# lsu_handshake

`config.mk`:
```
export PLATFORM = sky130hd
export DESIGN_NAME = lsu_handshake
export DESIGN_NICKNAME = d
export VERILOG_FILES = /design/src/rtl/lsu_handshake.sv
export SDC_FILE = /design/constraint.sdc
export NUM_CORES = 1
export LEC_CHECK = 0
export ABC_AREA = 0
export CORE_MARGIN = 2
export CORE_UTILIZATION = 52
export CTS_BUF_LIST = sky130_fd_sc_hd__clkbuf_2
export DETAILED_ROUTE_END_ITERATION = 8
export PLACE_DENSITY = 0.88
export SLEW_MARGIN = 10
export SYNTH_ARGS = -nofsm -noshare
export SYNTH_HDL_FRONTEND = slang
export SYNTH_SLANG_ARGS = --single-unit
```
`constraint.sdc`:
```
create_clock -name clk -period 3.2 [get_ports clk]
set_input_delay 0.48 -clock clk [delete_from_list [all_inputs] [get_ports clk]]
set_output_delay 0.48 -clock clk [all_outputs]
set_load 0.01 [all_outputs]
```
`src/rtl/lsu_handshake.sv`:
```
// Load/store unit: request/acknowledge handshake to the external data bus,
// byte-lane steering for stores, sign/zero extension for loads, and error
// responses for misaligned accesses and bus timeouts.
module lsu_handshake #(
    parameter int unsigned XLEN    = 32,
    parameter int unsigned ADDR_W  = 32,
    parameter int unsigned TIMEOUT = 15,
    parameter int unsigned CNT_W   = 4
) (
    input  logic              clk,
    input  logic              rst,
    input  logic              req_valid,
    output logic              req_ready,
    input  logic              req_write,
    input  logic [2:0]        req_func,
    input  logic [ADDR_W-1:0] req_addr,
    input  logic [XLEN-1:0]   req_wdata,
    output logic              rsp_valid,
    output logic [XLEN-1:0]   rsp_rdata,
    output logic              rsp_err,
    output logic              stall,
    output logic [ADDR_W-1:0] DAD,
    output logic              MREQ,
    output logic              WRITE,
    output logic [1:0]        SIZE,
    input  logic              ACKD_n,
    output logic [XLEN-1:0]   ddt_o,
    output logic              ddt_oe,
    input  logic [XLEN-1:0]   ddt_i
);

    localparam int unsigned LANES  = XLEN / 8;
    localparam int unsigned LANE_W = $clog2(LANES);
    localparam logic [CNT_W-1:0] CNT_LAST = CNT_W'((TIMEOUT > 0) ? (TIMEOUT - 1) : 0);

    typedef enum logic [1:0] {
        ST_IDLE   = 2'd0,
        ST_ACCESS = 2'd1,
        ST_RESP   = 2'd2
    } state_t;

    state_t              r_state;
    logic                r_write;
    logic [2:0]          r_func;
    logic [LANE_W-1:0]   r_lane;
    logic                r_err;
    logic [CNT_W-1:0]    r_cnt;
    logic [XLEN-1:0]     r_rdata_raw;

    logic                w_misal;
    logic [1:0]          w_size;
    logic [XLEN-1:0]     w_store;
    logic [7:0]          w_byte;
    logic [15:0]         w_half;
    logic [XLEN-1:0]     w_load;

    // Alignment check and bus size encoding for the incoming request
    always_comb begin
        w_misal = 1'b0;
        w_size  = 2'b00;
        case (req_func)
            3'b000, 3'b100: begin
                w_misal = 1'b0;
                w_size  = 2'b10;
            end
            3'b001, 3'b101: begin
                w_misal = req_addr[0];
                w_size  = 2'b01;
            end
            3'b010: begin
                w_misal = (req_addr[1:0] != 2'b00);
                w_size  = 2'b00;
            end
            default: begin
                w_misal = 1'b1;
                w_size  = 2'b00;
            end
        endcase
    end

    // Store lane steering: replicate narrow data across all lanes
    always_comb begin
        w_store = req_wdata;
        case (req_func[1:0])
            2'b00:   w_store = {LANES{req_wdata[7:0]}};
            2'b01:   w_store = {(LANES / 2){req_wdata[15:0]}};
            default: w_store = req_wdata;
        endcase
    end

    // Load extraction and extension from the captured bus word
    always_comb begin
        w_byte = r_rdata_raw[{r_lane, 3'b000} +: 8];
        w_half = r_rdata_raw[{r_lane[LANE_W-1:1], 4'b0000} +: 16];
        case (r_func)
            3'b000:  w_load = {{(XLEN - 8){w_byte[7]}}, w_byte};
            3'b001:  w_load = {{(XLEN - 16){w_half[15]}}, w_half};
            3'b100:  w_load = {{(XLEN - 8){1'b0}}, w_byte};
            3'b101:  w_load = {{(XLEN - 16){1'b0}}, w_half};
            default: w_load = r_rdata_raw;
        endcase
    end

    // Requests are taken only in IDLE once the previous response has retired
    assign req_ready = (r_state == ST_IDLE) && !rsp_valid;

    // Core holds the PC until the response pulse
    assign stall = req_valid && !rsp_valid;

    // Access FSM with registered bus and response outputs
    always_ff @(posedge clk or negedge rst) begin
        if (!rst) begin
            r_state     <= ST_IDLE;
            r_write     <= 1'b0;
            r_func      <= 3'b000;
            r_lane      <= '0;
            r_err       <= 1'b0;
            r_cnt       <= '0;
            r_rdata_raw <= '0;
            DAD         <= '0;
            MREQ        <= 1'b0;
            WRITE       <= 1'b0;
            SIZE        <= 2'b00;
            ddt_o       <= '0;
            ddt_oe      <= 1'b0;
            rsp_valid   <= 1'b0;
            rsp_rdata   <= '0;
            rsp_err     <= 1'b0;
        end else begin
            rsp_valid <= 1'b0;
            rsp_err   <= 1'b0;
            case (r_state)
                ST_IDLE: begin
                    if (req_valid && req_ready) begin
                        r_write <= req_write;
                        r_func  <= req_func;
                        r_lane  <= req_addr[LANE_W-1:0];
                        if (w_misal) begin
                            r_err   <= 1'b1;
                            r_state <= ST_RESP;
                        end else begin
                            r_err   <= 1'b0;
                            r_cnt   <= '0;
                            MREQ    <= 1'b1;
                            WRITE   <= req_write;
                            SIZE    <= w_size;
                            DAD     <= req_addr;
                            ddt_o   <= w_store;
                            ddt_oe  <= req_write;
                            r_state <= ST_ACCESS;
                        end
                    end
                end
                ST_ACCESS: begin
                    if (!ACKD_n) begin
                        r_rdata_raw <= ddt_i;
                        MREQ        <= 1'b0;
                        WRITE       <= 1'b0;
                        ddt_oe      <= 1'b0;
                        r_state     <= ST_RESP;
                    end else if ((TIMEOUT != 0) && (r_cnt == CNT_LAST)) begin
                        r_err   <= 1'b1;
                        MREQ    <= 1'b0;
                        WRITE   <= 1'b0;
                        ddt_oe  <= 1'b0;
                        r_state <= ST_RESP;
                    end else begin
                        r_cnt <= r_cnt + 1'b1;
                    end
                end
                ST_RESP: begin
                    rsp_valid <= 1'b1;
                    rsp_err   <= r_err;
                    rsp_rdata <= (r_err || r_write) ? '0 : w_load;
                    r_state   <= ST_IDLE;
                end
                default: begin
                    r_state <= ST_IDLE;
                end
            endcase
        end
    end

endmodule

```
==> run notes <==
The worst voltage drop across the vdd grid came out at 0.000520 V. Number of enable flip-flop cells: 0. The logs give a warning total of 27.

The flow reports power dissipated in the clock network as 0.000874 W. The cell taking the most area after synthesis is dfrtp_1. The tools report the cell internal power dissipation as 0.00516 W. The flow ran to the end, and the final reports show no timing, DRC or antenna violations. The register share after synthesis was 0.569; the H-tree depth was 4. For the initial antenna violation count, the log shows 0. The worst path meets setup with 0.626 ns of slack. The number of placed instances, taps included, is 876. At the pin with the least slew margin, the transition time is 1.18 ns. The type of the worst min-delay path was in -> async.

Category of the worst setup path launch point: a flop. Relative contribution of combinational cells to total power: 0.463. Detailed routing inserted a total of 5016 vias. The global-route track usage on met3 is 0.0999.

The horizontal die dimension reported for this design is 115 um. The multi-input gate count was 335. In this run, CTS created clock tree buffers numbering 17. The wire length on met3 was 1570 um; the critical path depth in cells was 2.
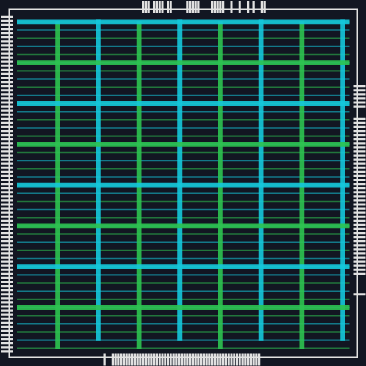
*PDN straps and rails, lsu_handshake*
Drawn at 3 px/um. Pins as bars on the die edge.
cyan -> VDD
green -> VSS
signal pins = 209
rows = 40

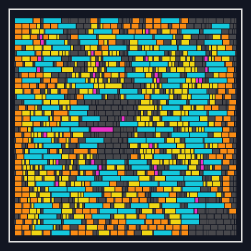
*Placement by cell class, lsu_handshake*
Drawn at 2 px/um. Fill, decap, tap and diode cells in grey.
cyan -> sequential cells  # cells 147, share of their area 42%
yellow -> combinational and other logic  # cells 342, share of their area 30%
orange -> remaining buffers and delay cells  # cells 220, share of their area 25%
magenta -> clock drivers and dummy loads  # cells 31, share of their area 2.0%

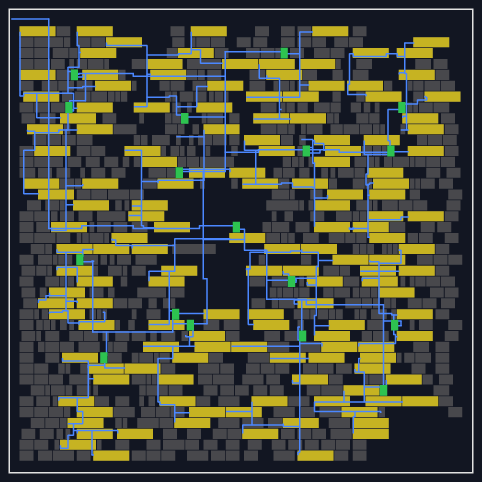
*Clock network drawn from the DEF, lsu_handshake*
Drawn at 4 px/um.
blue -> clock wires  # length 1690 um
green -> clock drivers  # count 17
yellow -> flip-flops  # count 147
routed clock nets = 18
flops lie = all over the die


# jk_bank_driver

### PDN straps and rails, jk_bank_driver

Drawn at 6 px/um. Pins as bars on the die edge.
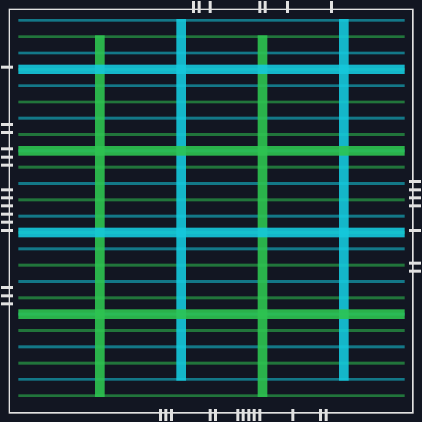
===== config.mk =====
export PLATFORM = sky130hd
export DESIGN_NAME = jk_bank_driver
export DESIGN_NICKNAME = d
export VERILOG_FILES = /design/src/rtl/jk_drv_pkg.sv /design/src/rtl/jk_bank_driver_excite.sv /design/src/rtl/jk_bank_driver.sv
export SDC_FILE = /design/constraint.sdc
export NUM_CORES = 1
export LEC_CHECK = 0
export CORE_UTILIZATION = 40
export DETAILED_ROUTE_END_ITERATION = 12
export PLACE_DENSITY = 0.7
export SLEW_MARGIN = 20
export SYNTH_ARGS = -nofsm -noshare
export SYNTH_HDL_FRONTEND = slang
export SYNTH_HIERARCHICAL = 1
export SYNTH_SLANG_ARGS = --single-unit

===== constraint.sdc =====
create_clock -name clk -period 1.6 [get_ports clk]
set_clock_uncertainty 0.05 [all_clocks]
set_input_delay 0.32 -clock clk [delete_from_list [all_inputs] [get_ports clk]]
set_output_delay 0.32 -clock clk [all_outputs]
set_load 0.01 [all_outputs]

===== src/rtl/jk_drv_pkg.sv =====
// jk_drv_pkg: shared types, fill-policy codes and sizing helpers for the JK bank driver
package jk_drv_pkg;

  typedef enum logic [1:0] {
    IDLE,
    DRIVE,
    CHECK,
    RESP
  } state_t;

  localparam int DC_SETRESET = 0;
  localparam int DC_TOGGLE   = 1;

  function automatic int tries_width(input int max_retry);
    return $clog2(max_retry + 1);
  endfunction

  function automatic bit fill_is_toggle(input int dc_fill);
    return dc_fill == DC_TOGGLE;
  endfunction

  function automatic bit fill_is_valid(input int dc_fill);
    return dc_fill == DC_SETRESET || dc_fill == DC_TOGGLE;
  endfunction

endpackage


===== src/rtl/jk_bank_driver_excite.sv =====
// jk_excite: per-bit J/K excitation that moves a JK bank from q to t in one edge
module jk_excite
  import jk_drv_pkg::*;
#(
  parameter int WIDTH   = 8,
  parameter int DC_FILL = DC_SETRESET
) (
  input  logic [WIDTH-1:0] q,
  input  logic [WIDTH-1:0] t,
  output logic [WIDTH-1:0] j,
  output logic [WIDTH-1:0] k
);

  localparam bit toggle = fill_is_toggle(DC_FILL);

  logic [WIDTH-1:0] flip;

  assign flip = q ^ t;

  // Held bits get J=K=0; changing bits get set/reset or a toggle pulse
  always_comb begin
    j = toggle ? flip : ~q & t;
    k = toggle ? flip : q & ~t;
  end

endmodule


===== src/rtl/jk_bank_driver.sv =====
// jk_bank_driver: drives a JK bank to a requested state, verifies via Q, retries, reports status
module jk_bank_driver
  import jk_drv_pkg::*;
#(
  parameter int WIDTH     = 8,
  parameter int MAX_RETRY = 3,
  parameter int DC_FILL   = DC_SETRESET,
  localparam int TW       = tries_width(MAX_RETRY)
) (
  input  logic             clk,
  input  logic             rst,
  input  logic             req_valid,
  output logic             req_ready,
  input  logic [WIDTH-1:0] req_target,
  input  logic [WIDTH-1:0] q_fb,
  output logic [WIDTH-1:0] j_out,
  output logic [WIDTH-1:0] k_out,
  output logic             resp_valid,
  input  logic             resp_ready,
  output logic             resp_err,
  output logic [TW-1:0]    resp_tries,
  output logic             busy
);

  state_t           state, state_n;
  logic [WIDTH-1:0] target_reg, target_n, exc_t, exc_j, exc_k, j_n, k_n;
  logic [TW-1:0]    try_cnt, try_n, tries_n;
  logic             rv_n, err_n;

  assign req_ready = state == IDLE;
  assign exc_t     = state == IDLE ? req_target : target_reg;

  jk_excite #(
    .WIDTH  (WIDTH),
    .DC_FILL(DC_FILL)
  ) u_excite (
    .q(q_fb),
    .t(exc_t),
    .j(exc_j),
    .k(exc_k)
  );

  // Next state and next values of every registered output; J/K only leave zero when entering DRIVE
  always_comb begin
    state_n  = state;
    target_n = target_reg;
    try_n    = try_cnt;
    j_n      = '0;
    k_n      = '0;
    rv_n     = resp_valid;
    err_n    = resp_err;
    tries_n  = resp_tries;
    case (state)
      IDLE: if (req_valid) begin
        state_n  = DRIVE;
        target_n = req_target;
        try_n    = TW'(1);
        j_n      = exc_j;
        k_n      = exc_k;
      end
      DRIVE: state_n = CHECK;
      CHECK: if (q_fb == target_reg) begin
        state_n = RESP;
        rv_n    = 1'b1;
        err_n   = 1'b0;
        tries_n = try_cnt;
      end else if (try_cnt < TW'(MAX_RETRY)) begin
        state_n = DRIVE;
        try_n   = try_cnt + TW'(1);
        j_n     = exc_j;
        k_n     = exc_k;
      end else begin
        state_n = RESP;
        rv_n    = 1'b1;
        err_n   = 1'b1;
        tries_n = TW'(MAX_RETRY);
      end
      RESP: if (resp_ready) begin
        state_n = IDLE;
        rv_n    = 1'b0;
      end
      default: state_n = IDLE;
    endcase
  end

  // State, command and response registers; async reset drops J/K so the bank holds at once
  always_ff @(posedge clk or posedge rst) begin
    if (rst) begin
      state      <= IDLE;
      target_reg <= '0;
      try_cnt    <= '0;
      j_out      <= '0;
      k_out      <= '0;
      resp_valid <= 1'b0;
      resp_err   <= 1'b0;
      resp_tries <= '0;
      busy       <= 1'b0;
    end else begin
      state      <= state_n;
      target_reg <= target_n;
      try_cnt    <= try_n;
      j_out      <= j_n;
      k_out      <= k_n;
      resp_valid <= rv_n;
      resp_err   <= err_n;
      resp_tries <= tries_n;
      busy       <= state_n != IDLE;
    end
  end

endmodule


==> run notes <==
For the number of buffers inserted by post-CTS setup repair, the log shows 0. The tools report the cell at the root of the clock tree as clkbuf_8. The final design utilization is 0.614. Post-CTS repair changed the size of 7 cells.

Pre-CTS setup slack: -0.332 ns. The net load switching power was 0.00133 W. The routed wirelength on the met1 layer is recorded as 1520 um. The count of non-CTS inverters in the layout was 4.

The run finished with clean final reports. The run gives 0.751 for the worst relative slew slack. Top layer used by detailed routing: met4. Counting flops with a built-in enable in the synthesized netlist gives 0.

In the final timing run, aggregate negative setup slack is 0 ns. Count of endpoints failing setup in the final report: 0. For the initial antenna violation count, the log shows 0. The main area contributors are dfrtp_1, mux2_2, and2b_2, a21boi_2, xnor2_2. The tools report the met1 capacity usage during global routing as 0.204. The via density per instance works out to 5.02. With the count of yosys warnings during synthesis at 6, the chip area is 0.00449 sq mm. Synthesized-area fraction occupied by and/or/nand/nor cells: 0.152.
## Picture notes: 'PDN straps and rails' of jk_bank_driver
cyan -> VDD
green -> VSS
rows = 23
signal pins = 42



==> layout pictures side by side <==
Placement view.
panel A
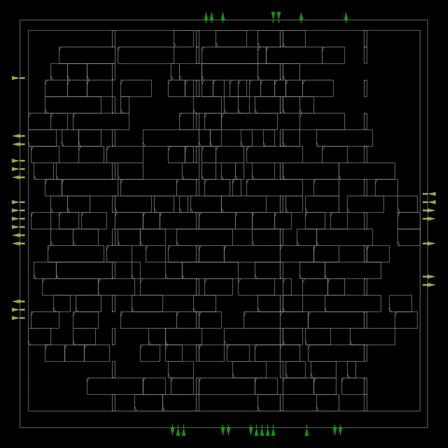
panel B
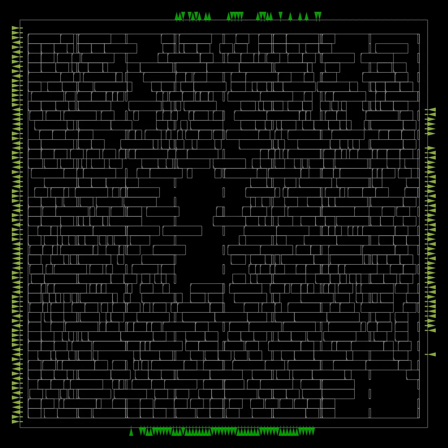
| picture | from |
|---|---|
| panel A | jk_bank_driver |
| panel B | lsu_handshake |

No activity file was given, so power comes from the tool's default toggle rates.
